######## design 1 ########
==> design_1/pinout.png <==
Pins as bars across the die edge, other pins in gray.
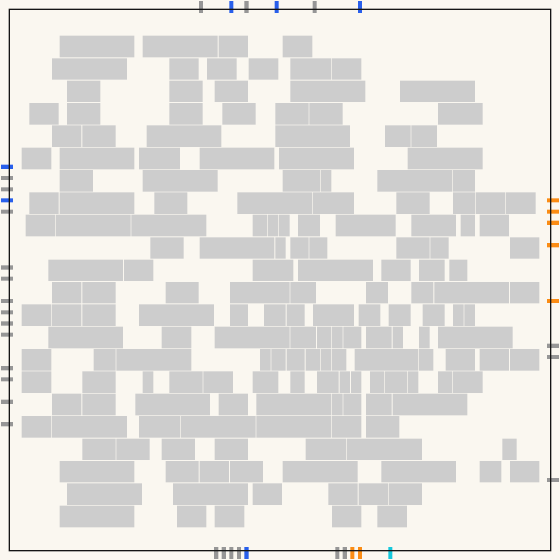
==> design_1/m3.png <==
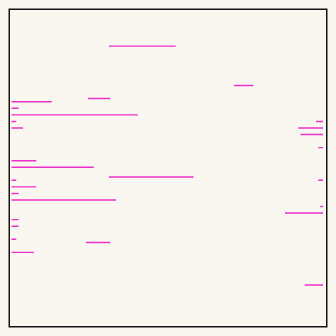
==> design_1/clock_wires.png <==
Bar = 20 µm.
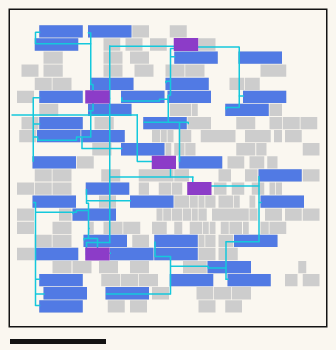
### src/rtl/song_reader.sv
// Song ROM walker: fetches {note, duration} entries and hands them to the chord
// player one at a time, pacing issues around the player's voice-load latency.
module song_reader #(
  parameter int ADDR_W  = 7,
  parameter int HOLDOFF = 3
) (
  input  logic              clk,
  input  logic              reset,
  input  logic              play,
  input  logic [1:0]        song,
  input  logic              player_ready,
  input  logic [11:0]       rom_data,
  output logic [ADDR_W-1:0] rom_addr,
  output logic [5:0]        note,
  output logic [5:0]        duration,
  output logic              new_note,
  output logic              song_done
);
  localparam int IW = ADDR_W - 2;
  localparam int CW = $clog2(HOLDOFF + 1);

  typedef enum logic [2:0] {IDLE, FETCH, DATA, WAIT_READY, HOLD} state_e;

  state_e          state_q, state_d;
  logic [IW-1:0]   idx_q, idx_d;
  logic [1:0]      song_q, song_d;
  logic [11:0]     stage_q, stage_d;
  logic [5:0]      note_q, note_d, dur_q, dur_d;
  logic            new_note_q, new_note_d;
  logic            done_q, done_d;
  logic            last_q, last_d;
  logic [CW-1:0]   cnt_q, cnt_d;
  logic            song_chg;

  assign song_chg = (song != song_q);

  always_comb begin
    state_d    = state_q;
    idx_d      = idx_q;
    song_d     = song_q;
    stage_d    = stage_q;
    note_d     = note_q;
    dur_d      = dur_q;
    new_note_d = 1'b0;
    done_d     = 1'b0;
    last_d     = last_q;
    cnt_d      = cnt_q;
    case (state_q)
      IDLE: begin
        song_d = song;
        idx_d  = '0;
        last_d = 1'b0;
        if (play) state_d = FETCH;
      end
      FETCH: state_d = song_chg ? IDLE : DATA;
      DATA: begin
        stage_d = rom_data;
        if (song_chg)                 state_d = IDLE;
        else if (rom_data[5:0] == '0) begin
          done_d  = 1'b1;
          state_d = IDLE;
        end else                      state_d = WAIT_READY;
      end
      WAIT_READY: begin
        // An issue takes priority over a song change seen in the same cycle.
        if (play && player_ready) begin
          note_d     = stage_q[11:6];
          dur_d      = stage_q[5:0];
          new_note_d = 1'b1;
          cnt_d      = CW'(HOLDOFF);
          state_d    = HOLD;
          // Saturate at the last slot so the address never leaks into the next song.
          if (&idx_q) last_d = 1'b1;
          else        idx_d  = idx_q + 1'b1;
        end else if (song_chg) begin
          state_d = IDLE;
        end
      end
      HOLD: begin
        cnt_d = cnt_q - 1'b1;
        if (cnt_d == CW'(1)) begin
          if (song_chg)    state_d = IDLE;
          else if (last_q) begin
            done_d  = 1'b1;
            state_d = IDLE;
          end else         state_d = FETCH;
        end
      end
      default: state_d = IDLE;
    endcase
  end

  always_ff @(posedge clk or negedge reset) begin
    if (!reset) begin
      state_q    <= IDLE;
      idx_q      <= '0;
      song_q     <= '0;
      stage_q    <= '0;
      note_q     <= '0;
      dur_q      <= '0;
      new_note_q <= 1'b0;
      done_q     <= 1'b0;
      last_q     <= 1'b0;
      cnt_q      <= '0;
    end else begin
      state_q    <= state_d;
      idx_q      <= idx_d;
      song_q     <= song_d;
      stage_q    <= stage_d;
      note_q     <= note_d;
      dur_q      <= dur_d;
      new_note_q <= new_note_d;
      done_q     <= done_d;
      last_q     <= last_d;
      cnt_q      <= cnt_d;
    end
  end

  assign rom_addr  = {song_q, idx_q};
  assign note      = note_q;
  assign duration  = dur_q;
  assign new_note  = new_note_q;
  assign song_done = done_q;
endmodule

### config.mk
export PLATFORM = sky130hd
export DESIGN_NAME = song_reader
export DESIGN_NICKNAME = d
export VERILOG_FILES = /design/src/rtl/song_reader.sv
export SDC_FILE = /design/constraint.sdc
export NUM_CORES = 1
export LEC_CHECK = 0
export ABC_AREA = 0
export CAP_MARGIN = 5
export CORE_UTILIZATION = 42
export CTS_BUF_LIST = sky130_fd_sc_hd__clkbuf_8
export DETAILED_ROUTE_END_ITERATION = 12
export PLACE_DENSITY = 0.71
export SETUP_SLACK_MARGIN = 0.02
export SKIP_LAST_GASP = 1
export SLEW_MARGIN = 0
export SYNTH_ARGS = -nofsm -noshare
export SYNTH_HDL_FRONTEND = slang
export SYNTH_SLANG_ARGS = --single-unit
### constraint.sdc
create_clock -name clk -period 1.8 [get_ports clk]
set_clock_uncertainty 0.1 [all_clocks]
set_input_delay 0.27 -clock clk [delete_from_list [all_inputs] [get_ports clk]]
set_output_delay 0.27 -clock clk [all_outputs]
set_load 0.005 [all_outputs]
==> out/qor.csv <==
stage,metric,value,unit
critical_path,cp-startpoint,idx_q[0]$_DFFE_PN0P_,
synthesis,fa_ha_area_frac,0.02206,
clocking,cts_resized,0,
clocking,post_cts_buffers,0,
critical_path,crit_family,adder cells,
die,rows,22,
power_and_ir_drop,leakage,1.019,nW
place,dpl_worst_slack,-0.1585,ns
run_status,outcome,completed,
cells_and_area,combGateArea,698.2,µm²
global_route,met2_usage,0.2921,
global_route,grt_pass1_vias,1243,
final_timing,fin_crit,1.693,ns
place,io_buffers,38,
synthesis,netlist_area,1702,µm²
hold_path,min_to,duration[2]$_DFFE_PN0P_,
synthesis,ys_seq_share,0.5735,
power_and_ir_drop,p_seq,1.38,mW
critical_path,path_class,reg2reg,
cells_and_area,largest_reg_flops,12,
critical_path,ff2ff_path_depth,6,
cells_and_area,antennaDiodeCount,0,
cells_and_area,final_cell_mix,"39 x dfrtp_1, 37 x clkdlybuf4s50_1, 21 x mux2_2",
synthesis,syn_area_per_cell,13.40,µm²
final_timing,drv_slew,0,
synthesis,ys_sh_aoi,0.06618,
global_route,met1_usage,0.2128,
power_and_ir_drop,power.internal,2.151,mW
About design_1/pinout.png:
[orange] rom_addr | pins: 7 | direction: output | edge: 5 east, 2 south
[blue] note | pins: 6 | direction: output | edge: 3 north, 2 west, 1 south
[cyan] song_done | pins: 1 | direction: output | edge: south
all pins by edge: 15 west, 10 south, 8 east, 6 north

About design_1/m3.png:
share of all routed wire: 5.1%
nets with wire on the layer: 25
wire length on this layer: 162 µm
routed vias: 1178
WL final: 3192 µm
met3 Track Usage GR: 0.05729

About design_1/clock_wires.png:
[blue] flip-flops | count: 39
[purple] clock-net drivers | count: 5
[cyan] clock wires | length: 433 µm
routed clock nets: 6


######## design 2 ########
==> design_2/util_map.png <==
21 x 21 tiles, from white (low) to dark blue (high), 0 to 100% covered.
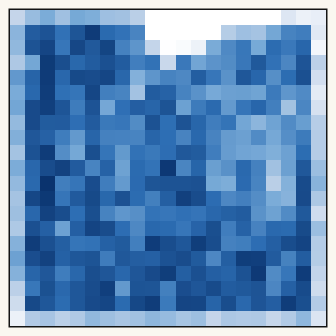
==> config.mk <==
export PLATFORM = sky130hd
export DESIGN_NAME = lms_tap_bank
export DESIGN_NICKNAME = d
export VERILOG_FILES = /design/src/rtl/lms_pkg.sv /design/src/rtl/tap_update_mac.sv /design/src/rtl/lms_tap_bank.sv
export SDC_FILE = /design/constraint.sdc
export NUM_CORES = 1
export LEC_CHECK = 0
export CAP_MARGIN = 25
export CORE_MARGIN = 4
export CORE_UTILIZATION = 60
export DETAILED_ROUTE_END_ITERATION = 6
export MAX_ROUTING_LAYER = met4
export PLACE_DENSITY_LB_ADDON = 0.25
export SLEW_MARGIN = 30
export SYNTH_ARGS = -nofsm -noshare
export SYNTH_HDL_FRONTEND = slang
export SYNTH_SLANG_ARGS = --single-unit
==> constraint.sdc <==
create_clock -name clk -period 24.6 [get_ports clk]
set_clock_uncertainty 0.05 [all_clocks]
set_input_delay 6.15 -clock clk [delete_from_list [all_inputs] [get_ports clk]]
set_output_delay 6.15 -clock clk [all_outputs]
set_load 0.01 [all_outputs]
==> src/rtl/lms_pkg.sv <==
// Shared types and fixed-point helpers for the LMS tap bank.
package lms_pkg;

    localparam int unsigned LMS_WIDTH = 16;
    localparam int unsigned LMS_QP    = 12;
    localparam int unsigned LMS_LEN   = 8;

    localparam logic signed [LMS_WIDTH-1:0] SAT_MAX = {1'b0, {(LMS_WIDTH-1){1'b1}}};
    localparam logic signed [LMS_WIDTH-1:0] SAT_MIN = {1'b1, {(LMS_WIDTH-1){1'b0}}};

    typedef enum logic [1:0] {
        IDLE,
        WAIT_ERR,
        SCALE,
        UPDATE
    } state_t;

    // Full-precision signed product with arithmetic right shift by qp; operands up to 32 bits.
    function automatic logic signed [63:0] mul_shift(input logic signed [31:0] a,
                                                     input logic signed [31:0] b,
                                                     input int unsigned qp);
        logic signed [63:0] aw;
        logic signed [63:0] bw;
        aw = 64'(a);
        bw = 64'(b);
        return (aw * bw) >>> qp;
    endfunction

endpackage

==> src/rtl/tap_update_mac.sv <==
// Shared multiply-shift-add for mu*e scaling and weight update.
// LMS_SAT_EN: saturate results to the signed WIDTH range instead of wrapping.
module tap_update_mac
    import lms_pkg::*;
#(
    parameter int unsigned WIDTH = LMS_WIDTH,
    parameter int unsigned QP    = LMS_QP
) (
    input  logic signed [WIDTH-1:0] a,
    input  logic signed [WIDTH-1:0] b,
    input  logic signed [WIDTH-1:0] addend,
    input  logic                    acc,
    output logic signed [WIDTH-1:0] result_c
);

`ifdef LMS_SAT_EN
    localparam longint SAT_HI = (longint'(1) <<< (WIDTH - 1)) - longint'(1);
    localparam longint SAT_LO = -SAT_HI - longint'(1);

    logic signed [63:0]      prod_c;
    logic signed [WIDTH-1:0] inc_c;
    logic signed [63:0]      sum_c;

    // Increment truncation always wraps; only the final value is clipped.
    always_comb begin
        prod_c = mul_shift(32'(a), 32'(b), QP);
        inc_c  = prod_c[WIDTH-1:0];
        sum_c  = acc ? (64'(addend) + 64'(inc_c)) : prod_c;
        if (sum_c > SAT_HI) begin
            result_c = WIDTH'(SAT_HI);
        end else if (sum_c < SAT_LO) begin
            result_c = WIDTH'(SAT_LO);
        end else begin
            result_c = sum_c[WIDTH-1:0];
        end
    end
`else
    logic signed [WIDTH-1:0] prod_c;

    always_comb begin
        prod_c   = WIDTH'(mul_shift(32'(a), 32'(b), QP));
        result_c = acc ? (addend + prod_c) : prod_c;
    end
`endif

endmodule

==> src/rtl/lms_tap_bank.sv <==
// Regressor delay line and LMS weight store with serial one-tap-per-cycle update.
// LMS_SAT_EN: saturating mu_e and weight arithmetic (default wraps).
module lms_tap_bank
    import lms_pkg::*;
#(
    parameter int unsigned WIDTH = LMS_WIDTH,
    parameter int unsigned QP    = LMS_QP,
    parameter int unsigned LEN   = LMS_LEN
) (
    input  logic                   clk,
    input  logic                   rst_n,
    input  logic [WIDTH-1:0]       x_in,
    input  logic                   x_valid,
    output logic                   x_ready,
    input  logic [WIDTH-1:0]       err_in,
    input  logic                   err_valid,
    output logic                   err_ready,
    input  logic [WIDTH-1:0]       mu,
    input  logic                   adapt_en,
    output logic [LEN*WIDTH-1:0]   x_packed,
    output logic [LEN*WIDTH-1:0]   w_packed,
    output logic                   vec_valid,
    output logic                   busy
);

    localparam int unsigned IDX_W = $clog2(LEN);

    state_t                  state;
    logic signed [WIDTH-1:0] taps    [LEN];
    logic signed [WIDTH-1:0] weights [LEN];
    logic signed [WIDTH-1:0] err_r;
    logic signed [WIDTH-1:0] mu_r;
    logic signed [WIDTH-1:0] mu_e;
    logic [IDX_W-1:0]        idx;

    logic signed [WIDTH-1:0] mac_a;
    logic signed [WIDTH-1:0] mac_b;
    logic signed [WIDTH-1:0] mac_add;
    logic                    mac_acc;
    logic signed [WIDTH-1:0] mac_res_c;

    for (genvar k = 0; k < LEN; k++) begin : g_pack
        assign x_packed[k*WIDTH +: WIDTH] = taps[k];
        assign w_packed[k*WIDTH +: WIDTH] = weights[k];
    end

    // SCALE forms mu*e; UPDATE accumulates mu_e*x[idx] into w[idx].
    always_comb begin
        mac_a   = mu_r;
        mac_b   = err_r;
        mac_add = '0;
        mac_acc = 1'b0;
        if (state == UPDATE) begin
            mac_a   = mu_e;
            mac_b   = taps[idx];
            mac_add = weights[idx];
            mac_acc = 1'b1;
        end
    end

    tap_update_mac #(
        .WIDTH (WIDTH),
        .QP    (QP)
    ) u_mac (
        .a        (mac_a),
        .b        (mac_b),
        .addend   (mac_add),
        .acc      (mac_acc),
        .result_c (mac_res_c)
    );

    always_ff @(posedge clk or negedge rst_n) begin
        if (!rst_n) begin
            state     <= IDLE;
            for (int k = 0; k < int'(LEN); k++) begin
                taps[k]    <= '0;
                weights[k] <= '0;
            end
            err_r     <= '0;
            mu_r      <= '0;
            mu_e      <= '0;
            idx       <= '0;
            x_ready   <= 1'b1;
            err_ready <= 1'b0;
            vec_valid <= 1'b0;
            busy      <= 1'b0;
        end else begin
            case (state)
                IDLE: begin
                    if (x_valid) begin
                        for (int k = 1; k < int'(LEN); k++) begin
                            taps[k] <= taps[k-1];
                        end
                        taps[0]   <= $signed(x_in);
                        state     <= WAIT_ERR;
                        x_ready   <= 1'b0;
                        err_ready <= 1'b1;
                        vec_valid <= 1'b1;
                        busy      <= 1'b1;
                    end
                end
                WAIT_ERR: begin
                    if (err_valid) begin
                        err_r     <= $signed(err_in);
                        mu_r      <= $signed(mu);
                        err_ready <= 1'b0;
                        vec_valid <= 1'b0;
                        if (adapt_en) begin
                            state <= SCALE;
                        end else begin
                            state   <= IDLE;
                            x_ready <= 1'b1;
                            busy    <= 1'b0;
                        end
                    end
                end
                SCALE: begin
                    mu_e  <= mac_res_c;
                    idx   <= '0;
                    state <= UPDATE;
                end
                UPDATE: begin
                    weights[idx] <= mac_res_c;
                    idx          <= idx + IDX_W'(1);
                    if (idx == IDX_W'(LEN - 1)) begin
                        state   <= IDLE;
                        x_ready <= 1'b1;
                        busy    <= 1'b0;
                    end
                end
                default: state <= IDLE;
            endcase
        end
    end

endmodule

==> out/qor.csv <==
stage,metric,value,unit
detailed_routing,drt_first_iter_violations,1537,
run_status,outcome,completed,
synthesis,syn-num-nets,2621,
synthesis,top_cell,nand2_1,
final_timing,drv_slew,0,
clocking,htreeDepth,2,
clocking,clkTransAtPathRegs,0.06,ns
clocking,postCtsHoldBufs,0,
critical_path,critPathMaxFanout,41,
cells_and_area,nNonClkBuffers,345,
synthesis,async_flop_share,1.000,
global_route,met2_usage,0.5660,
place,globalplace.congestion,0.9784,
die,tap_cells,518,
critical_path,crit_end,w_packed[111]$_DFFE_PN0P_,
About design_2/util_map.png:
mean over tiles: 65%
nearly empty tiles: 3.4%
fullest tile: 99%
tiles over 75% full: 45%
Final Util: 0.7317
fp util: 0.6079


######## design 3 ########
<file path="src/rtl/weight_buff_pkg.sv">
`default_nettype none
// ============================================================================
// Module  : weight_buff_pkg
// Purpose : Shared types and default sizes for the weight buffer.
//           Holds the controller state encoding and the default
//           DATA_WIDTH / BUFFER_DEPTH values.
// Ports   : none (package)
// Rev     : 1.0  initial release
// ============================================================================
package weight_buff_pkg;

   localparam int DEF_DATA_WIDTH   = 16;
   localparam int DEF_BUFFER_DEPTH = 16;

   typedef enum logic [1:0] {
      ST_IDLE  = 2'd0,
      ST_LOAD  = 2'd1,
      ST_READY = 2'd2,
      ST_READ  = 2'd3
   } state_t;

endpackage : weight_buff_pkg
`default_nettype wire

</file>
<file path="src/rtl/weight_buff_mem.sv">
`default_nettype none
// ============================================================================
// Module  : weight_buff_mem
// Purpose : BUFFER_DEPTH x DATA_WIDTH weight storage with one synchronous
//           write port and one asynchronous read port. Contents are not
//           reset.
// Ports   : clk      - clock, rising edge
//           we       - write enable
//           wr_addr  - write address
//           wr_data  - write data
//           rd_addr  - read address
//           rd_data  - read data (combinational)
// Rev     : 1.0  initial release
// ============================================================================
module weight_buff_mem
   import weight_buff_pkg::*;
#(
   parameter int DATA_WIDTH   = DEF_DATA_WIDTH,
   parameter int BUFFER_DEPTH = DEF_BUFFER_DEPTH,
   parameter int ADDR_W       = (BUFFER_DEPTH > 1) ? $clog2(BUFFER_DEPTH) : 1
) (
   input  logic                  clk,
   input  logic                  we,
   input  logic [ADDR_W-1:0]     wr_addr,
   input  logic [DATA_WIDTH-1:0] wr_data,
   input  logic [ADDR_W-1:0]     rd_addr,
   output logic [DATA_WIDTH-1:0] rd_data
);

   logic [DATA_WIDTH-1:0] mem [BUFFER_DEPTH];

   always_ff @(posedge clk) begin
      if (we) begin
         mem[wr_addr] <= wr_data;
      end
   end

   assign rd_data = mem[rd_addr];

endmodule : weight_buff_mem
`default_nettype wire

</file>
<file path="src/rtl/weight_buff.sv">
`default_nettype none
// ============================================================================
// Module  : weight_buff
// Purpose : Kernel weight buffer. A flush pulse loads k*k weights (clamped
//           to BUFFER_DEPTH) from data_in; an en pulse replays them on
//           data_out, one per cycle, with read_VALID high.
// Ports   : clk         - clock, rising edge
//           rstn        - synchronous active-high reset
//           flush       - pulse, starts a weight load
//           kernel_size - kernel side length k
//           data_in     - weight stream during load
//           en          - pulse, starts a read-out
//           data_out    - registered weight output
//           pseudo_out  - combinational view of the entry at the read pointer
//           flush_BUSY  - high while loading
//           read_VALID  - high while data_out carries a valid weight
// Rev     : 1.0  initial release
// ============================================================================
module weight_buff
   import weight_buff_pkg::*;
#(
   parameter int DATA_WIDTH   = DEF_DATA_WIDTH,
   parameter int BUFFER_DEPTH = DEF_BUFFER_DEPTH
) (
   input  logic                  clk,
   input  logic                  rstn,
   input  logic                  flush,
   input  logic [7:0]            kernel_size,
   input  logic [DATA_WIDTH-1:0] data_in,
   input  logic                  en,
   output logic [DATA_WIDTH-1:0] data_out,
   output logic [DATA_WIDTH-1:0] pseudo_out,
   output logic                  flush_BUSY,
   output logic                  read_VALID
);

   localparam int ADDR_W = (BUFFER_DEPTH > 1) ? $clog2(BUFFER_DEPTH) : 1;
   localparam int CNT_W  = $clog2(BUFFER_DEPTH + 1);

   state_t            state;
   logic [ADDR_W-1:0] wr_ptr;
   logic [ADDR_W-1:0] rd_ptr;
   logic [CNT_W-1:0]  n_words;

   logic [15:0]           prod;
   logic [CNT_W-1:0]      n_new;
   logic [CNT_W-1:0]      n_last;
   logic                  flush_ok;
   logic                  wr_last;
   logic                  rd_last;
   logic [ADDR_W-1:0]     rd_addr;
   logic [DATA_WIDTH-1:0] rd_data;

   assign prod     = 16'(kernel_size) * 16'(kernel_size);
   assign n_new    = (prod > 16'(BUFFER_DEPTH)) ? CNT_W'(BUFFER_DEPTH) : CNT_W'(prod);
   assign flush_ok = flush && (kernel_size != 8'd0);
   assign n_last   = n_words - CNT_W'(1);
   assign wr_last  = (CNT_W'(wr_ptr) == n_last);
   assign rd_last  = (CNT_W'(rd_ptr) == n_last);

   // The single read port looks one entry ahead while reading, so the next
   // data_out is ready at the edge. Outside READ it sits on entry 0, which
   // is what an en pulse presents first.
   assign rd_addr = (state == ST_READ) ? rd_ptr + ADDR_W'(1) : '0;

   // During READ data_out already holds mem[rd_ptr] (no writes happen while
   // reading), so it stands in for the peek; otherwise rd_ptr is 0 and the
   // port is addressing entry 0.
   assign pseudo_out = (state == ST_IDLE) ? '0 :
                       (state == ST_READ) ? data_out : rd_data;

   weight_buff_mem #(
      .DATA_WIDTH   (DATA_WIDTH),
      .BUFFER_DEPTH (BUFFER_DEPTH),
      .ADDR_W       (ADDR_W)
   ) u_mem (
      .clk     (clk),
      .we      (state == ST_LOAD),
      .wr_addr (wr_ptr),
      .wr_data (data_in),
      .rd_addr (rd_addr),
      .rd_data (rd_data)
   );

   always_ff @(posedge clk) begin
      if (rstn) begin
         state      <= ST_IDLE;
         data_out   <= '0;
         flush_BUSY <= 1'b0;
         read_VALID <= 1'b0;
         wr_ptr     <= '0;
         rd_ptr     <= '0;
         n_words    <= '0;
      end else begin
         case (state)
            ST_IDLE, ST_READY: begin
               if (flush_ok) begin
                  state      <= ST_LOAD;
                  flush_BUSY <= 1'b1;
                  wr_ptr     <= '0;
                  n_words    <= n_new;
               end else if ((state == ST_READY) && en) begin
                  state      <= ST_READ;
                  read_VALID <= 1'b1;
                  data_out   <= rd_data;
                  rd_ptr     <= '0;
               end
            end
            ST_LOAD: begin
               if (wr_last) begin
                  state      <= ST_READY;
                  flush_BUSY <= 1'b0;
                  wr_ptr     <= '0;
               end else begin
                  wr_ptr <= wr_ptr + ADDR_W'(1);
               end
            end
            ST_READ: begin
               if (flush_ok) begin
                  // Abort the read and reload; data_out keeps its last value.
                  state      <= ST_LOAD;
                  read_VALID <= 1'b0;
                  flush_BUSY <= 1'b1;
                  wr_ptr     <= '0;
                  rd_ptr     <= '0;
                  n_words    <= n_new;
               end else if (rd_last) begin
                  state      <= ST_READY;
                  read_VALID <= 1'b0;
                  rd_ptr     <= '0;
               end else begin
                  rd_ptr   <= rd_ptr + ADDR_W'(1);
                  data_out <= rd_data;
               end
            end
            default: state <= ST_IDLE;
         endcase
      end
   end

endmodule : weight_buff
`default_nettype wire

</file>
<file path="config.mk">
export PLATFORM = sky130hd
export DESIGN_NAME = weight_buff
export DESIGN_NICKNAME = d
export VERILOG_FILES = /design/src/rtl/weight_buff_pkg.sv /design/src/rtl/weight_buff_mem.sv /design/src/rtl/weight_buff.sv
export SDC_FILE = /design/constraint.sdc
export NUM_CORES = 1
export LEC_CHECK = 0
export CAP_MARGIN = 0
export CORE_MARGIN = 2
export CORE_UTILIZATION = 51
export DETAILED_ROUTE_END_ITERATION = 12
export PLACE_DENSITY = 0.69
export SETUP_SLACK_MARGIN = 0.2
export SYNTH_ARGS = -nofsm -noshare
export SYNTH_HDL_FRONTEND = slang
export SYNTH_SLANG_ARGS = --single-unit
</file>
<file path="constraint.sdc">
create_clock -name clk -period 6 [get_ports clk]
set_input_delay 1.2 -clock clk [delete_from_list [all_inputs] [get_ports clk]]
set_output_delay 1.2 -clock clk [all_outputs]
set_load 0.01 [all_outputs]
</file>
==> out/qor.csv <==
stage,metric,value,unit
clocking,clockBufferDepth,3,
final_timing,hold_slack,0.4602,ns
run_status,outcome,finished with violations,
synthesis,fa_ha_area_frac,0.06977,
place,dp_cells,1402,
detailed_routing,drc,6,
detailed_routing,routedLengthMet1,14400,µm
clocking,post_cts_buffers,0,
critical_path,r2r_slack,2.18,ns
critical_path,crit_top_cell,fa_1,
global_route,use_met3,0.03049,
run_status,failed_checks,design-rule violations,
cells_and_area,bufAreaShareNonClock,0.07368,
synthesis,netlist_area,13630,µm²
die,floorplan.core_util,0.5215,
die,die_x,167.5,µm
critical_path,critPathMaxFanout,5,
==> design_3/m3.png <==
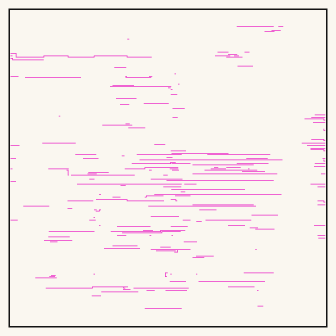
wire length on this layer: 2010 µm
share of all routed wire: 6.1%
nets with wire on the layer: 111
longest straight run: 75.4 µm
main direction: horizontal

==> design_3/pinout.png <==
Pins as bars across the die edge, other pins in gray.
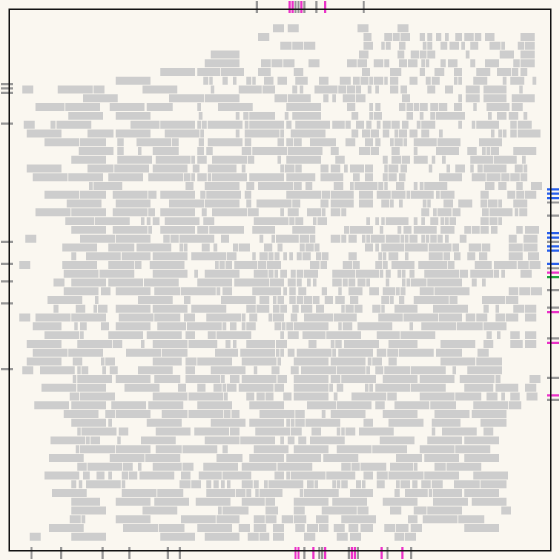
[green] read_VALID | pins: 1 | direction: output | edge: east
[magenta] data_out | pins: 16 | direction: output | edge: 8 south, 4 east, 4 north
[blue] kernel_size | pins: 8 | direction: input | edge: east


######## design 4 ########
==> design_4/clock_wires.png <==
Bar = 10 µm.
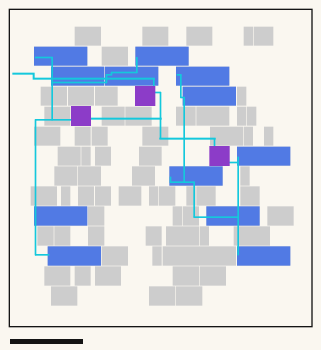
==> design_4/pinout.png <==
Pins as bars across the die edge, other pins in gray.
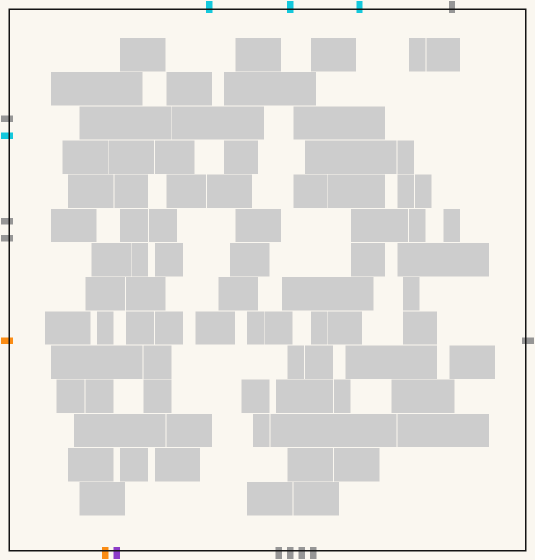
--- src/rtl/decoder_pkg.sv ---
// Shared types for the scan/pulse one-hot decoder family.
package decoder_pkg;

  // Operating mode as presented on the mode input.
  typedef enum logic [1:0] {
    MODE_DIRECT = 2'b00,
    MODE_SCAN   = 2'b01,
    MODE_PULSE  = 2'b10,
    MODE_RSVD   = 2'b11
  } mode_t;

  // Registered controller state; remembers which mode was active last cycle.
  typedef enum logic [1:0] {
    IDLE   = 2'b00,
    DIRECT = 2'b01,
    SCAN   = 2'b10,
    PULSE  = 2'b11
  } state_t;

endpackage

--- src/rtl/onehot_dec.sv ---
// Combinational SEL_W -> 2**SEL_W one-hot decoder.
module onehot_dec #(
  parameter int SEL_W = 2
) (
  input  logic [SEL_W-1:0]      sel,
  output logic [(2**SEL_W)-1:0] y
);

  localparam int OUT_W = 2 ** SEL_W;

  // Exactly one bit set, selected by sel.
  always_comb begin
    y      = {OUT_W{1'b0}};
    y[sel] = 1'b1;
  end

endmodule

--- src/rtl/decoder_scan_nto2n.sv ---
// Registered N-to-2^N one-hot decoder with enable, auto-scan and timed pulse.
// Build option: define DECODER_SCAN_EN to include the scan mode (dwell
// counter, wrap strobe). Without it, mode 01 acts as direct and wrap is 0.
module decoder_scan_nto2n
  import decoder_pkg::*;
#(
  parameter int SEL_W     = 2,
  parameter int DWELL     = 4,
  parameter int PULSE_LEN = 3
) (
  input  logic                  clk,
  input  logic                  rst,
  input  logic                  en,
  input  logic [1:0]            mode,
  input  logic [SEL_W-1:0]      sel,
  input  logic                  load,
  output logic [(2**SEL_W)-1:0] y,
  output logic [SEL_W-1:0]      idx,
  output logic                  busy,
  output logic                  wrap
);

  localparam int OUT_W = 2 ** SEL_W;
  localparam int PW_W  = $clog2(PULSE_LEN) + 1;

  localparam logic [PW_W-1:0]  PW_ZERO = PW_W'(0);
  localparam logic [PW_W-1:0]  PW_ONE  = PW_W'(1);
  localparam logic [PW_W-1:0]  PW_LAST = PW_W'(PULSE_LEN - 1);

  // Reject nonsensical timing parameters at elaboration.
  if ((DWELL < 1) || (PULSE_LEN < 1)) begin : g_param_check
    $error("decoder_scan_nto2n: DWELL and PULSE_LEN must be >= 1");
  end

  mode_t              mode_s;
  state_t             state_r;
  state_t             state_nx_s;
  logic [SEL_W-1:0]   idx_r;
  logic [SEL_W-1:0]   idx_nx_s;
  logic               busy_r;
  logic               busy_nx_s;
  logic [PW_W-1:0]    pcnt_r;
  logic [PW_W-1:0]    pcnt_nx_s;
  logic               y_on_s;
  logic [OUT_W-1:0]   dec_s;
  logic [OUT_W-1:0]   y_nx_s;
  logic [OUT_W-1:0]   y_r;

`ifdef DECODER_SCAN_EN
  localparam int DW_W = $clog2(DWELL) + 1;

  localparam logic [DW_W-1:0]  DW_ZERO  = DW_W'(0);
  localparam logic [DW_W-1:0]  DW_ONE   = DW_W'(1);
  localparam logic [DW_W-1:0]  DW_LAST  = DW_W'(DWELL - 1);
  localparam logic [SEL_W-1:0] IDX_ONE  = SEL_W'(1);
  localparam logic [SEL_W-1:0] IDX_LAST = SEL_W'(OUT_W - 1);

  logic [DW_W-1:0] dwell_r;
  logic [DW_W-1:0] dwell_nx_s;
  logic            wrap_r;
  logic            wrap_nx_s;
`endif

  assign mode_s = mode_t'(mode);

  // Next-state, next-index and counter decisions for every mode.
  always_comb begin
    state_nx_s = IDLE;
    idx_nx_s   = idx_r;
    busy_nx_s  = 1'b0;
    pcnt_nx_s  = PW_ZERO;
    y_on_s     = 1'b0;
`ifdef DECODER_SCAN_EN
    dwell_nx_s = DW_ZERO;
    wrap_nx_s  = 1'b0;
`endif
    if (!en) begin
      // Disabled: outputs blank, index held, any pulse aborted.
      state_nx_s = IDLE;
    end else begin
      case (mode_s)
        MODE_DIRECT: begin
          state_nx_s = DIRECT;
          idx_nx_s   = sel;
          y_on_s     = 1'b1;
        end
`ifdef DECODER_SCAN_EN
        MODE_SCAN: begin
          state_nx_s = SCAN;
          y_on_s     = 1'b1;
          if (state_r != SCAN) begin
            // Entry: start at sel with a fresh dwell count.
            idx_nx_s = sel;
          end else if (dwell_r == DW_LAST) begin
            idx_nx_s  = idx_r + IDX_ONE;
            wrap_nx_s = (idx_r == IDX_LAST);
          end else begin
            dwell_nx_s = dwell_r + DW_ONE;
          end
        end
`else
        MODE_SCAN: begin
          state_nx_s = DIRECT;
          idx_nx_s   = sel;
          y_on_s     = 1'b1;
        end
`endif
        MODE_PULSE: begin
          state_nx_s = PULSE;
          if ((state_r == PULSE) && busy_r && (pcnt_r != PW_ZERO)) begin
            // Pulse still running; load is ignored.
            busy_nx_s = 1'b1;
            pcnt_nx_s = pcnt_r - PW_ONE;
            y_on_s    = 1'b1;
          end else if (load) begin
            // Idle or final pulse cycle: accept a new trigger with no gap.
            idx_nx_s  = sel;
            busy_nx_s = 1'b1;
            pcnt_nx_s = PW_LAST;
            y_on_s    = 1'b1;
          end else begin
            busy_nx_s = 1'b0;
            y_on_s    = 1'b0;
          end
        end
        MODE_RSVD: begin
          state_nx_s = IDLE;
        end
        default: begin
          state_nx_s = IDLE;
        end
      endcase
    end
  end

  onehot_dec #(
    .SEL_W (SEL_W)
  ) u_dec (
    .sel (idx_nx_s),
    .y   (dec_s)
  );

  // Blank the decoded index unless the chosen mode drives an output.
  always_comb begin
    if (y_on_s) begin
      y_nx_s = dec_s;
    end else begin
      y_nx_s = {OUT_W{1'b0}};
    end
  end

  // State, index, pulse counter and output registers.
  always_ff @(posedge clk) begin
    if (rst) begin
      state_r <= IDLE;
      idx_r   <= {SEL_W{1'b0}};
      busy_r  <= 1'b0;
      pcnt_r  <= PW_ZERO;
      y_r     <= {OUT_W{1'b0}};
    end else begin
      state_r <= state_nx_s;
      idx_r   <= idx_nx_s;
      busy_r  <= busy_nx_s;
      pcnt_r  <= pcnt_nx_s;
      y_r     <= y_nx_s;
    end
  end

`ifdef DECODER_SCAN_EN
  // Dwell counter and wrap strobe registers for scan mode.
  always_ff @(posedge clk) begin
    if (rst) begin
      dwell_r <= DW_ZERO;
      wrap_r  <= 1'b0;
    end else begin
      dwell_r <= dwell_nx_s;
      wrap_r  <= wrap_nx_s;
    end
  end

  assign wrap = wrap_r;
`else
  assign wrap = 1'b0;
`endif

  assign y    = y_r;
  assign idx  = idx_r;
  assign busy = busy_r;

endmodule

--- config.mk ---
export PLATFORM = sky130hd
export DESIGN_NAME = decoder_scan_nto2n
export DESIGN_NICKNAME = d
export VERILOG_FILES = /design/src/rtl/decoder_pkg.sv /design/src/rtl/onehot_dec.sv /design/src/rtl/decoder_scan_nto2n.sv
export SDC_FILE = /design/constraint.sdc
export NUM_CORES = 1
export LEC_CHECK = 0
export CORE_AREA = 2 2 39 41
export DETAILED_ROUTE_END_ITERATION = 8
export DIE_AREA = 0 0 41 43
export GPL_TIMING_DRIVEN = 0
export PLACE_DENSITY_LB_ADDON = 0.2
export SLEW_MARGIN = 20
export SYNTH_ARGS = -nofsm -noshare
export SYNTH_HDL_FRONTEND = slang
export SYNTH_SLANG_ARGS = --single-unit
--- constraint.sdc ---
create_clock -name clk -period 2.8 [get_ports clk]
set_clock_uncertainty 0.05 [all_clocks]
set_input_delay 0.56 -clock clk [delete_from_list [all_inputs] [get_ports clk]]
set_output_delay 0.56 -clock clk [all_outputs]
set_load 0.005 [all_outputs]
==> out/qor.csv <==
stage,metric,value,unit
power_and_ir_drop,swShare,0.2295,
critical_path,timing.rr.start,pcnt_r[0]$_SDFF_PP0_,
global_route,use_met3,0.08377,
synthesis,async_flop_share,0,
global_route,grt_pass1_wl,1669,µm
detailed_routing,route.met2.wl,517,µm
cells_and_area,antennaDiodeCount,0,
critical_path,cp_cell_sequence,clkdlybuf4s50_1,
die,die_x,41,µm
critical_path,r2r_slack,1.13,ns
cells_and_area,sh_seq_area,0.3019,
clocking,cts_resized,0,
global_route,busiest_layer,met2,
final_timing,hold_viol_final,0,
cells_and_area,synthToLayoutAreaGrowth,29.80,%
critical_path,max_stage_delay,0.52,ns
synthesis,top_area_cell,dfxtp_1,
synthesis,ff_type,dfxtp_1,
critical_path,worstSetupEndpointType,output pin,
run_status,outcome,completed,
die,chipHeight,43,µm
detailed_routing,vias,472,
die,core_region_area,1384,µm²
global_route,grt_pass1_vias,418,
final_timing,fin_crit,1.796,ns
critical_path,critPathMaxFanout,6,
power_and_ir_drop,p_seq,0.179,mW
## Picture notes: design_4/clock_wires.png
[blue] flip-flops | count: 12
[purple] clock-net drivers | count: 3
[cyan] clock wires | length: 151 µm
routed clock nets: 4
Latency at later pin: 0.26 ns
Clk power: 0.101 mW

## Picture notes: design_4/pinout.png
[purple] rst | pins: 1 | direction: input | edge: south
[cyan] y | pins: 4 | direction: output | edge: 3 north, 1 west
[orange] idx | pins: 2 | direction: output | edge: 1 west, 1 south


######## design 5 ########
==> design_5/m3.png <==
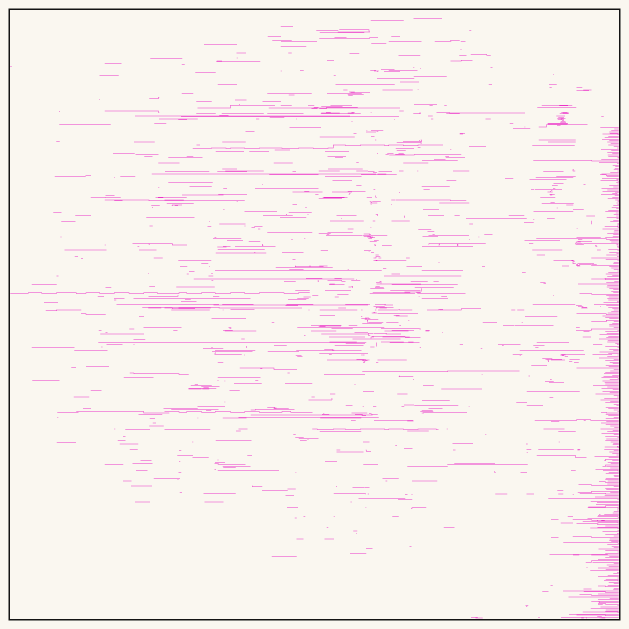
<file path="config.mk">
export PLATFORM = sky130hd
export DESIGN_NAME = cipher_stream_monitor
export DESIGN_NICKNAME = d
export VERILOG_FILES = /design/src/rtl/cipher_mon_pkg.sv /design/src/rtl/ts_fifo.sv /design/src/rtl/cipher_stream_monitor.sv
export SDC_FILE = /design/constraint.sdc
export NUM_CORES = 2
export LEC_CHECK = 0
export ABC_AREA = 0
export CORE_MARGIN = 1
export CORE_UTILIZATION = 31
export DETAILED_ROUTE_END_ITERATION = 7
export PLACE_DENSITY = 0.44
export REMOVE_ABC_BUFFERS = 1
export SETUP_SLACK_MARGIN = 0.02
export SKIP_CTS_REPAIR_TIMING = 1
export SLEW_MARGIN = 20
export SYNTH_ARGS = -nofsm -noshare
export SYNTH_HDL_FRONTEND = slang
export SYNTH_SLANG_ARGS = --single-unit
</file>
<file path="constraint.sdc">
create_clock -name clk -period 8.4 [get_ports clk]
set_input_delay 2.52 -clock clk [delete_from_list [all_inputs] [get_ports clk]]
set_output_delay 2.52 -clock clk [all_outputs]
set_load 0.005 [all_outputs]
</file>
<file path="src/rtl/cipher_mon_pkg.sv">
// ============================================================================
// Module : cipher_mon_pkg
// Purpose: Shared definitions for the cipher stream monitor: run-state
//          encoding, default parameter values and a pointer-width helper.
// Ports  : none (package)
// Rev    : 1.0  initial release
// ============================================================================
`default_nettype none

package cipher_mon_pkg;

  localparam int DEF_DATA_W = 128;
  localparam int DEF_DEPTH  = 64;
  localparam int DEF_CNT_W  = 32;

  typedef enum logic [1:0] {
    ST_IDLE = 2'd0,
    ST_RUN  = 2'd1,
    ST_DONE = 2'd2,
    ST_FAIL = 2'd3
  } mon_state_e;

  // Pointer width for a power-of-two FIFO; never below one bit.
  function automatic int addr_w(input int depth);
    return (depth < 2) ? 1 : $clog2(depth);
  endfunction

endpackage

`default_nettype wire

</file>
<file path="src/rtl/ts_fifo.sv">
// ============================================================================
// Module : ts_fifo
// Purpose: Synchronous show-ahead FIFO holding input timestamps. A pop is
//          judged against the occupancy before any same-cycle push, so a
//          push into a full FIFO succeeds when a pop happens in that cycle.
// Ports  : clk, reset (async, active-low)
//          clr_i      - synchronous flush
//          push_i     - write wr_data_i (dropped when full without a pop)
//          pop_i      - advance read pointer (dropped when empty)
//          rd_data_o  - oldest entry
//          full_o / empty_o - occupancy flags
// Rev    : 1.0  initial release
// ============================================================================
`default_nettype none

module ts_fifo
  import cipher_mon_pkg::*;
#(
  parameter int DEPTH = DEF_DEPTH,
  parameter int WIDTH = DEF_CNT_W
) (
  input  logic             clk,
  input  logic             reset,
  input  logic             clr_i,
  input  logic             push_i,
  input  logic             pop_i,
  input  logic [WIDTH-1:0] wr_data_i,
  output logic [WIDTH-1:0] rd_data_o,
  output logic             full_o,
  output logic             empty_o
);

  localparam int AW = addr_w(DEPTH);
  localparam logic [AW:0] C_FULL = (AW+1)'(DEPTH);

  logic [AW-1:0]    wr_ptr_q, rd_ptr_q;
  logic [AW:0]      count_q;
  logic [WIDTH-1:0] mem_q [DEPTH];

  logic w_pop;
  logic w_push;

  assign full_o  = (count_q == C_FULL);
  assign empty_o = (count_q == '0);

  // Pop uses the pre-push occupancy; a pop frees the slot the push needs.
  assign w_pop  = pop_i && !empty_o;
  assign w_push = push_i && (!full_o || w_pop);

  assign rd_data_o = mem_q[rd_ptr_q];

  always_ff @(posedge clk or negedge reset) begin
    if (!reset) begin
      wr_ptr_q <= '0;
      rd_ptr_q <= '0;
      count_q  <= '0;
    end else if (clr_i) begin
      wr_ptr_q <= '0;
      rd_ptr_q <= '0;
      count_q  <= '0;
    end else begin
      // Pointers wrap naturally because DEPTH is a power of two.
      if (w_push) wr_ptr_q <= wr_ptr_q + 1'b1;
      if (w_pop)  rd_ptr_q <= rd_ptr_q + 1'b1;
      case ({w_push, w_pop})
        2'b10:   count_q <= count_q + 1'b1;
        2'b01:   count_q <= count_q - 1'b1;
        default: count_q <= count_q;
      endcase
    end
  end

  // Storage needs no reset: entries are only read once written.
  always_ff @(posedge clk) begin
    if (w_push && !clr_i) mem_q[wr_ptr_q] <= wr_data_i;
  end

endmodule

`default_nettype wire

</file>
<file path="src/rtl/cipher_stream_monitor.sv">
// ============================================================================
// Module : cipher_stream_monitor
// Purpose: Watches a cipher core's input/output handshakes, timestamps each
//          accepted input, measures per-block latency, compares each output
//          block with a golden block and accumulates run statistics.
// Ports  : clk, reset (async, active-low)
//          start, num_patterns, stop_on_err   - run control (sampled on start)
//          in_valid, out_valid, out_data, exp_data - observed traffic
//          exp_rd                             - golden-source advance
//          busy, done, pass, overflow         - run status
//          err_count, first_err_idx, in_count, out_count,
//          lat_min, lat_max, lat_sum          - registered statistics
// Rev    : 1.0  initial release
// ============================================================================
`default_nettype none

module cipher_stream_monitor
  import cipher_mon_pkg::*;
#(
  parameter int DATA_W = DEF_DATA_W,
  parameter int DEPTH  = DEF_DEPTH,
  parameter int CNT_W  = DEF_CNT_W
) (
  input  logic              clk,
  input  logic              reset,
  input  logic              start,
  input  logic [CNT_W-1:0]  num_patterns,
  input  logic              stop_on_err,
  input  logic              in_valid,
  input  logic              out_valid,
  input  logic [DATA_W-1:0] out_data,
  input  logic [DATA_W-1:0] exp_data,
  output logic              exp_rd,
  output logic              busy,
  output logic              done,
  output logic              pass,
  output logic              overflow,
  output logic [CNT_W-1:0]  err_count,
  output logic [CNT_W-1:0]  first_err_idx,
  output logic [CNT_W-1:0]  in_count,
  output logic [CNT_W-1:0]  out_count,
  output logic [CNT_W-1:0]  lat_min,
  output logic [CNT_W-1:0]  lat_max,
  output logic [CNT_W-1:0]  lat_sum
);

  mon_state_e state_q, state_d;

  logic [CNT_W-1:0] cnt_q, cnt_d;
  logic [CNT_W-1:0] num_q, num_d;
  logic             stop_q, stop_d;
  logic [CNT_W-1:0] in_count_q, in_count_d;
  logic [CNT_W-1:0] out_count_q, out_count_d;
  logic [CNT_W-1:0] err_count_q, err_count_d;
  logic [CNT_W-1:0] first_err_idx_q, first_err_idx_d;
  logic [CNT_W-1:0] lat_min_q, lat_min_d;
  logic [CNT_W-1:0] lat_max_q, lat_max_d;
  logic [CNT_W-1:0] lat_sum_q, lat_sum_d;
  logic             overflow_q, overflow_d;

  logic             w_run;
  logic             w_push;
  logic             w_pop_req;
  logic             w_pop;
  logic             w_underflow;
  logic             w_ovf;
  logic             w_mismatch;
  logic             w_fifo_full;
  logic             w_fifo_empty;
  logic [CNT_W-1:0] w_ts;
  logic [CNT_W-1:0] w_lat;
  logic [CNT_W-1:0] w_out_cnt_inc;
  logic [CNT_W:0]   w_sum_ext;

  // Traffic in the start cycle belongs to no run and is dropped.
  assign w_run       = (state_q == ST_RUN) && !start;
  assign w_push      = w_run && in_valid && (in_count_q < num_q);
  assign w_pop_req   = w_run && out_valid;
  assign w_underflow = w_pop_req && w_fifo_empty;
  assign w_pop       = w_pop_req && !w_fifo_empty;
  assign w_ovf       = w_push && w_fifo_full && !w_pop;
  assign w_mismatch  = w_pop && (out_data != exp_data);

  // Modular subtraction gives the right latency across counter wrap.
  assign w_lat         = cnt_q - w_ts;
  assign w_out_cnt_inc = out_count_q + CNT_W'(1);
  assign w_sum_ext     = {1'b0, lat_sum_q} + {1'b0, w_lat};

  ts_fifo #(
    .DEPTH (DEPTH),
    .WIDTH (CNT_W)
  ) u_ts_fifo (
    .clk       (clk),
    .reset     (reset),
    .clr_i     (start),
    .push_i    (w_push),
    .pop_i     (w_pop),
    .wr_data_i (cnt_q),
    .rd_data_o (w_ts),
    .full_o    (w_fifo_full),
    .empty_o   (w_fifo_empty)
  );

  // ---------------------------------------------------------------- FSM
  always_ff @(posedge clk or negedge reset) begin
    if (!reset) state_q <= ST_IDLE;
    else        state_q <= state_d;
  end

  always_comb begin
    state_d = state_q;
    if (start) begin
      state_d = (num_patterns == '0) ? ST_DONE : ST_RUN;
    end else if (state_q == ST_RUN) begin
      // A failing final compare under stop_on_err ends in FAIL, not DONE.
      if (w_underflow || w_ovf || (w_mismatch && stop_q)) begin
        state_d = ST_FAIL;
      end else if (w_pop && (w_out_cnt_inc == num_q)) begin
        state_d = ST_DONE;
      end
    end
  end

  // ----------------------------------------------------------- datapath
  always_comb begin
    cnt_d           = cnt_q;
    num_d           = num_q;
    stop_d          = stop_q;
    in_count_d      = in_count_q;
    out_count_d     = out_count_q;
    err_count_d     = err_count_q;
    first_err_idx_d = first_err_idx_q;
    lat_min_d       = lat_min_q;
    lat_max_d       = lat_max_q;
    lat_sum_d       = lat_sum_q;
    overflow_d      = overflow_q;

    if (start) begin
      cnt_d           = '0;
      num_d           = num_patterns;
      stop_d          = stop_on_err;
      in_count_d      = '0;
      out_count_d     = '0;
      err_count_d     = '0;
      first_err_idx_d = '0;
      lat_min_d       = '1;
      lat_max_d       = '0;
      lat_sum_d       = '0;
      overflow_d      = 1'b0;
    end else if (w_run) begin
      cnt_d = cnt_q + CNT_W'(1);
      // A push rejected as overflow is not counted as accepted.
      if (w_push && !w_ovf) in_count_d = in_count_q + CNT_W'(1);
      if (w_underflow || w_ovf) overflow_d = 1'b1;
      if (w_pop) begin
        out_count_d = w_out_cnt_inc;
        if (w_lat < lat_min_q) lat_min_d = w_lat;
        if (w_lat > lat_max_q) lat_max_d = w_lat;
        lat_sum_d = w_sum_ext[CNT_W] ? '1 : w_sum_ext[CNT_W-1:0];
        if (w_mismatch) begin
          // err_count saturates, so zero only ever means "no error yet".
          if (err_count_q == '0) first_err_idx_d = out_count_q;
          if (err_count_q != '1) err_count_d = err_count_q + CNT_W'(1);
        end
      end
    end
  end

  always_ff @(posedge clk or negedge reset) begin
    if (!reset) begin
      cnt_q           <= '0;
      num_q           <= '0;
      stop_q          <= 1'b0;
      in_count_q      <= '0;
      out_count_q     <= '0;
      err_count_q     <= '0;
      first_err_idx_q <= '0;
      lat_min_q       <= '1;
      lat_max_q       <= '0;
      lat_sum_q       <= '0;
      overflow_q      <= 1'b0;
    end else begin
      cnt_q           <= cnt_d;
      num_q           <= num_d;
      stop_q          <= stop_d;
      in_count_q      <= in_count_d;
      out_count_q     <= out_count_d;
      err_count_q     <= err_count_d;
      first_err_idx_q <= first_err_idx_d;
      lat_min_q       <= lat_min_d;
      lat_max_q       <= lat_max_d;
      lat_sum_q       <= lat_sum_d;
      overflow_q      <= overflow_d;
    end
  end

  // ------------------------------------------------------------ outputs
  assign exp_rd        = out_valid && (state_q == ST_RUN);
  assign busy          = (state_q == ST_RUN);
  assign done          = (state_q == ST_DONE) || (state_q == ST_FAIL);
  assign pass          = (state_q == ST_DONE) && (err_count_q == '0) && !overflow_q;
  assign overflow      = overflow_q;
  assign err_count     = err_count_q;
  assign first_err_idx = first_err_idx_q;
  assign in_count      = in_count_q;
  assign out_count     = out_count_q;
  assign lat_min       = lat_min_q;
  assign lat_max       = lat_max_q;
  assign lat_sum       = lat_sum_q;

endmodule

`default_nettype wire

</file>
==> out/qor.csv <==
stage,metric,value,unit
synthesis,netlist_instances,6306,
global_route,grt_start_max_net_pins,168,
detailed_routing,ant_nets,0,
final_timing,fmax,125.4,MHz
power_and_ir_drop,pg_comb,2.09,mW
critical_path,worst-path-stages,26,
place,io_buffers,522,
power_and_ir_drop,power_frac_comb,0.079,
cells_and_area,clkbuf_count,346,
cells_and_area,combGateArea,29920,µm²
clocking,htreeDepth,5,
power_and_ir_drop,powerClk,11.4,mW
hold_path,min_path_cells,2,
run_status,outcome,completed,
power_and_ir_drop,p_seq,12.8,mW
cells_and_area,inv_count,151,
critical_path,worstSetupEndpointType,flop,
clocking,clkTransAtPathRegs,0.06,ns
synthesis,ff_type,edfxtp_1,
place,placed_cell_area,113000,µm²
cells_and_area,antennaDiodeCount,14,
clocking,root_buffer,clkbuf_16,
power_and_ir_drop,power,26.32,mW
hold_path,min_path_type,reg2reg,
cells_and_area,dominant-cell-class,sequential cells,
About design_5/m3.png:
share of all routed wire: 5.7%
nets with wire on the layer: 762
longest straight run: 251 µm
wire length on this layer: 19200 µm
main direction: horizontal
routed vias: 60459
WL final: 337000 µm
met3 Track Usage GR: 0.03116


######## design 6 ########
==> design_6/pinout.png <==
Pins as bars across the die edge, other pins in gray.
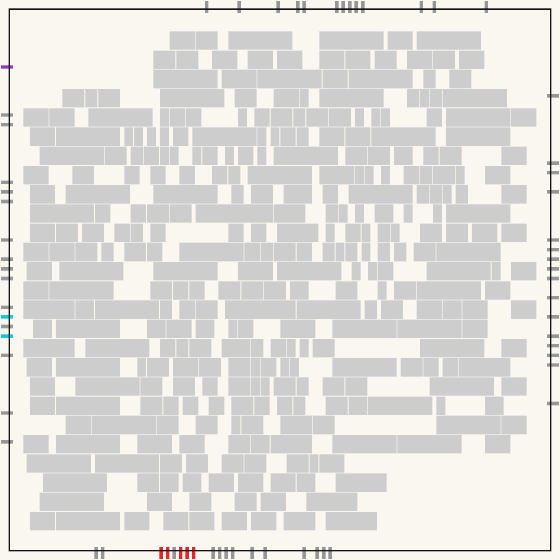
==> design_6/placed.png <==
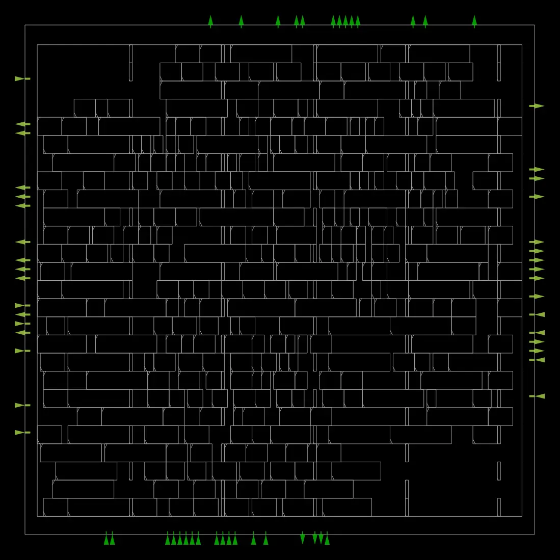
## config.mk

```make
export PLATFORM = sky130hd
export DESIGN_NAME = pipeline_scoreboard
export DESIGN_NICKNAME = d
export VERILOG_FILES = /design/src/rtl/klp32_pkg.sv /design/src/rtl/sb_match.sv /design/src/rtl/pipeline_scoreboard.sv
export SDC_FILE = /design/constraint.sdc
export NUM_CORES = 1
export LEC_CHECK = 0
export CAP_MARGIN = 40
export CORE_MARGIN = 1.5
export CORE_UTILIZATION = 50
export DETAILED_ROUTE_END_ITERATION = 8
export HOLD_SLACK_MARGIN = 0.06
export PLACE_DENSITY = 0.83
export SYNTH_ARGS = -nofsm -noshare
export SYNTH_HDL_FRONTEND = slang
export SYNTH_SLANG_ARGS = --single-unit
```

## constraint.sdc

```tcl
create_clock -name clk -period 3.14 [get_ports clk]
set_clock_uncertainty 0.15 [all_clocks]
set_input_delay 0.314 -clock clk [delete_from_list [all_inputs] [get_ports clk]]
set_output_delay 0.314 -clock clk [all_outputs]
set_load 0.05 [all_outputs]
```

## src/rtl/klp32_pkg.sv

```systemverilog
// rtl/klp32_pkg.sv - shared scoreboard slot type, width helper and defaults
package klp32_pkg;

    localparam int SB_NUM_REGS_DEF = 32;
    localparam int SB_DEPTH_DEF    = 3;
    // Widest register index a slot can carry; NUM_REGS up to 256.
    localparam int SB_RD_W         = 8;

    typedef struct packed {
        logic               valid;
        logic [SB_RD_W-1:0] rd;
        logic               wr_en;
        logic               is_load;
    } sb_slot_t;

    // Width of a forward select: 0 = register file, k+1 = slot k.
    function automatic int fwd_w(input int depth);
        return $clog2(depth + 1);
    endfunction

endpackage

```

## src/rtl/sb_match.sv

```systemverilog
// rtl/sb_match.sv - one slot versus one source operand hazard compare
module sb_match
    import klp32_pkg::*;
(
    input  logic               slot_valid,
    input  logic               slot_wr_en,
    input  logic [SB_RD_W-1:0] slot_rd,
    input  logic [SB_RD_W-1:0] rs,
    input  logic               rs_used,
    output logic               hit
);

    assign hit = slot_valid & slot_wr_en & rs_used & (rs != '0) & (slot_rd == rs);

endmodule

```

## src/rtl/pipeline_scoreboard.sv

```systemverilog
// rtl/pipeline_scoreboard.sv - in-flight destination tracking with stall and bypass select
module pipeline_scoreboard
    import klp32_pkg::*;
#(
    parameter int NUM_REGS = SB_NUM_REGS_DEF,
    parameter int DEPTH    = SB_DEPTH_DEF,
    parameter int FWD_EN   = 1,
    parameter int RAW      = $clog2(NUM_REGS),
    parameter int FW       = fwd_w(DEPTH)
) (
    input  logic             clk,
    input  logic             reset,
    input  logic             i_issue_valid,
    input  logic [RAW-1:0]   i_issue_rd,
    input  logic [RAW-1:0]   i_rs1,
    input  logic [RAW-1:0]   i_rs2,
    input  logic             i_issue_wr_en,
    input  logic             i_rs1_used,
    input  logic             i_rs2_used,
    input  logic             i_issue_is_load,
    input  logic [DEPTH-1:0] i_flush_mask,
    output logic             o_stall,
    output logic [FW-1:0]    o_fwd_rs1,
    output logic [FW-1:0]    o_fwd_rs2,
    output logic [FW-1:0]    o_inflight,
    output logic [31:0]      o_stall_cycles
);

    sb_slot_t           slots [DEPTH];
    sb_slot_t           live  [DEPTH];
    sb_slot_t           issue_slot;
    logic [DEPTH-1:0]   hit1;
    logic [DEPTH-1:0]   hit2;
    logic [SB_RD_W-1:0] rs1_ext;
    logic [SB_RD_W-1:0] rs2_ext;
    logic               stall;

    assign rs1_ext = SB_RD_W'(i_rs1);
    assign rs2_ext = SB_RD_W'(i_rs2);

    // Flushed slots drop out of hazard detection in the same cycle they are killed.
    always_comb begin
        for (int k = 0; k < DEPTH; k++) begin
            live[k]       = slots[k];
            live[k].valid = slots[k].valid & ~i_flush_mask[k];
        end
    end

    for (genvar k = 0; k < DEPTH; k++) begin : g_match
        sb_match u_match_rs1 (
            .slot_valid (live[k].valid),
            .slot_wr_en (live[k].wr_en),
            .slot_rd    (live[k].rd),
            .rs         (rs1_ext),
            .rs_used    (i_rs1_used),
            .hit        (hit1[k])
        );
        sb_match u_match_rs2 (
            .slot_valid (live[k].valid),
            .slot_wr_en (live[k].wr_en),
            .slot_rd    (live[k].rd),
            .rs         (rs2_ext),
            .rs_used    (i_rs2_used),
            .hit        (hit2[k])
        );
    end

    always_comb begin
        stall = 1'b0;
        if (FWD_EN != 0) begin
            stall = i_issue_valid & (hit1[0] | hit2[0]) & live[0].is_load;
        end else begin
            stall = i_issue_valid & ((|hit1) | (|hit2));
        end
    end

    // Scan oldest to youngest so the youngest matching slot is written last.
    always_comb begin
        o_fwd_rs1 = '0;
        o_fwd_rs2 = '0;
        if ((FWD_EN != 0) && !stall) begin
            for (int k = DEPTH - 1; k >= 0; k--) begin
                if (hit1[k]) o_fwd_rs1 = FW'(k + 1);
                if (hit2[k]) o_fwd_rs2 = FW'(k + 1);
            end
        end
    end

    assign o_stall = stall;

    always_comb begin
        issue_slot         = '0;
        issue_slot.valid   = i_issue_valid & ~stall;
        issue_slot.rd      = SB_RD_W'(i_issue_rd);
        issue_slot.wr_en   = i_issue_wr_en;
        issue_slot.is_load = i_issue_is_load;
    end

    always_ff @(posedge clk or posedge reset) begin
        if (reset) begin
            for (int k = 0; k < DEPTH; k++) begin
                slots[k] <= '0;
            end
            o_stall_cycles <= '0;
        end else begin
            slots[0] <= issue_slot;
            for (int k = 1; k < DEPTH; k++) begin
                slots[k] <= live[k-1];
            end
            if (stall && (o_stall_cycles != 32'hFFFF_FFFF)) begin
                o_stall_cycles <= o_stall_cycles + 32'd1;
            end
        end
    end

    always_comb begin
        o_inflight = '0;
        for (int k = 0; k < DEPTH; k++) begin
            o_inflight = o_inflight + FW'(slots[k].valid);
        end
    end

endmodule

```

==> out/qor.csv <==
stage,metric,value,unit
run_status,outcome,completed,
synthesis,syn_area_per_cell,10.65,µm²
final_timing,slew_headroom,0.5636,
cells_and_area,largest_reg_flops,32,
synthesis,ys_types,35,
place,dp_hpwl,4724,µm
hold_path,min_path_type,reg2reg,
cells_and_area,dominant-cell-class,sequential cells,
clocking,clock_latency,0.31,ns
synthesis,edf_count,0,
synthesis,yosysCellCount,253,
die,tap_cells,70,
hold_path,min_path_cells,0,
critical_path,cp.arrival,2.57,ns
power_and_ir_drop,swShare,0.2357,
Notes on design_6/pinout.png above:
[purple] clk | pins: 1 | direction: input | edge: west
[cyan] o_fwd_rs2 | pins: 2 | direction: output | edge: west
[red] i_rs2 | pins: 5 | direction: input | edge: south
width of the die: 76.40 µm
die height: 76.40 µm
port bufs: 63

Notes on design_6/placed.png above:
Row Count: 26
fin cells: 400



==> screenshots <==
Cell area per tile.
panel A
17 x 17 tiles, from white (low) to dark blue (high), 0 to 100% covered.
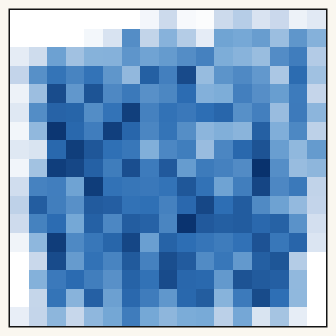
panel B
29 x 29 tiles, from white (low) to dark blue (high), 0 to 100% covered.
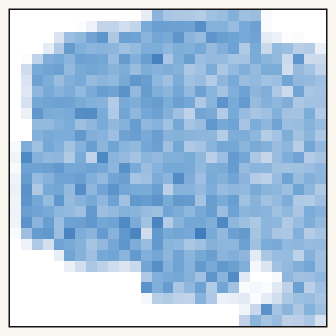
panel C
7 x 7 tiles, from white (low) to dark blue (high), 0 to 100% covered.
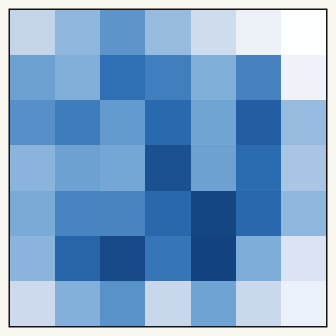
panel D
8 x 9 tiles, from white (low) to dark blue (high), 0 to 100% covered.
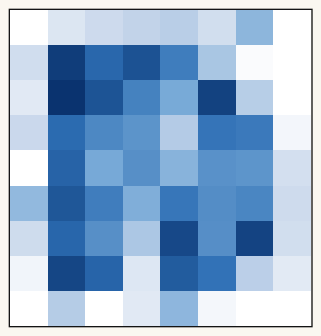
panel E
8 x 8 tiles, from white (low) to dark blue (high), 0 to 100% covered.
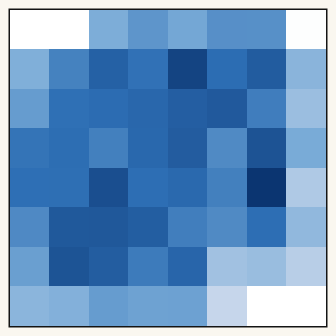
The one with the highest utilization is panel E.
The one with the lowest utilization is panel B.
Panel A comes from design 3.
Panel B comes from design 5.
Panel D comes from design 4.
Panel C comes from design 1.
Panel E comes from design 6.


==> layout pictures side by side <==
The metal 3 layer.
Plate I
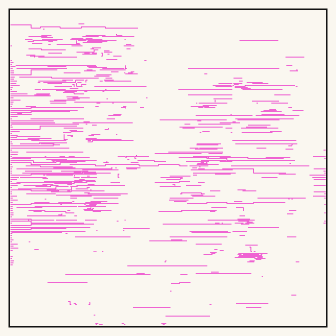
Plate II
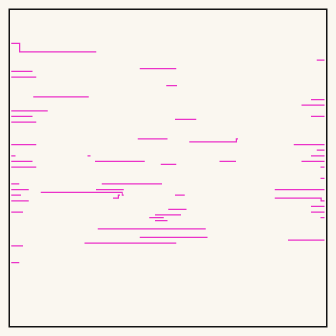
Plate III
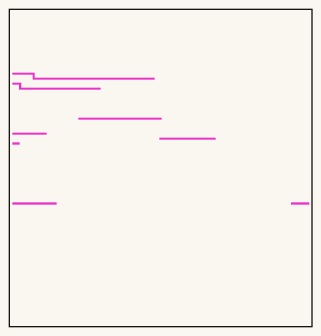
For design 4, see Plate III.
For design 2, see Plate I.
For design 6, see Plate II.

Key to Plate II:
wire length on this layer: 350 µm
main direction: horizontal
longest straight run: 25.8 µm
share of all routed wire: 5.7%

Power and IR drop assume default switching activity.
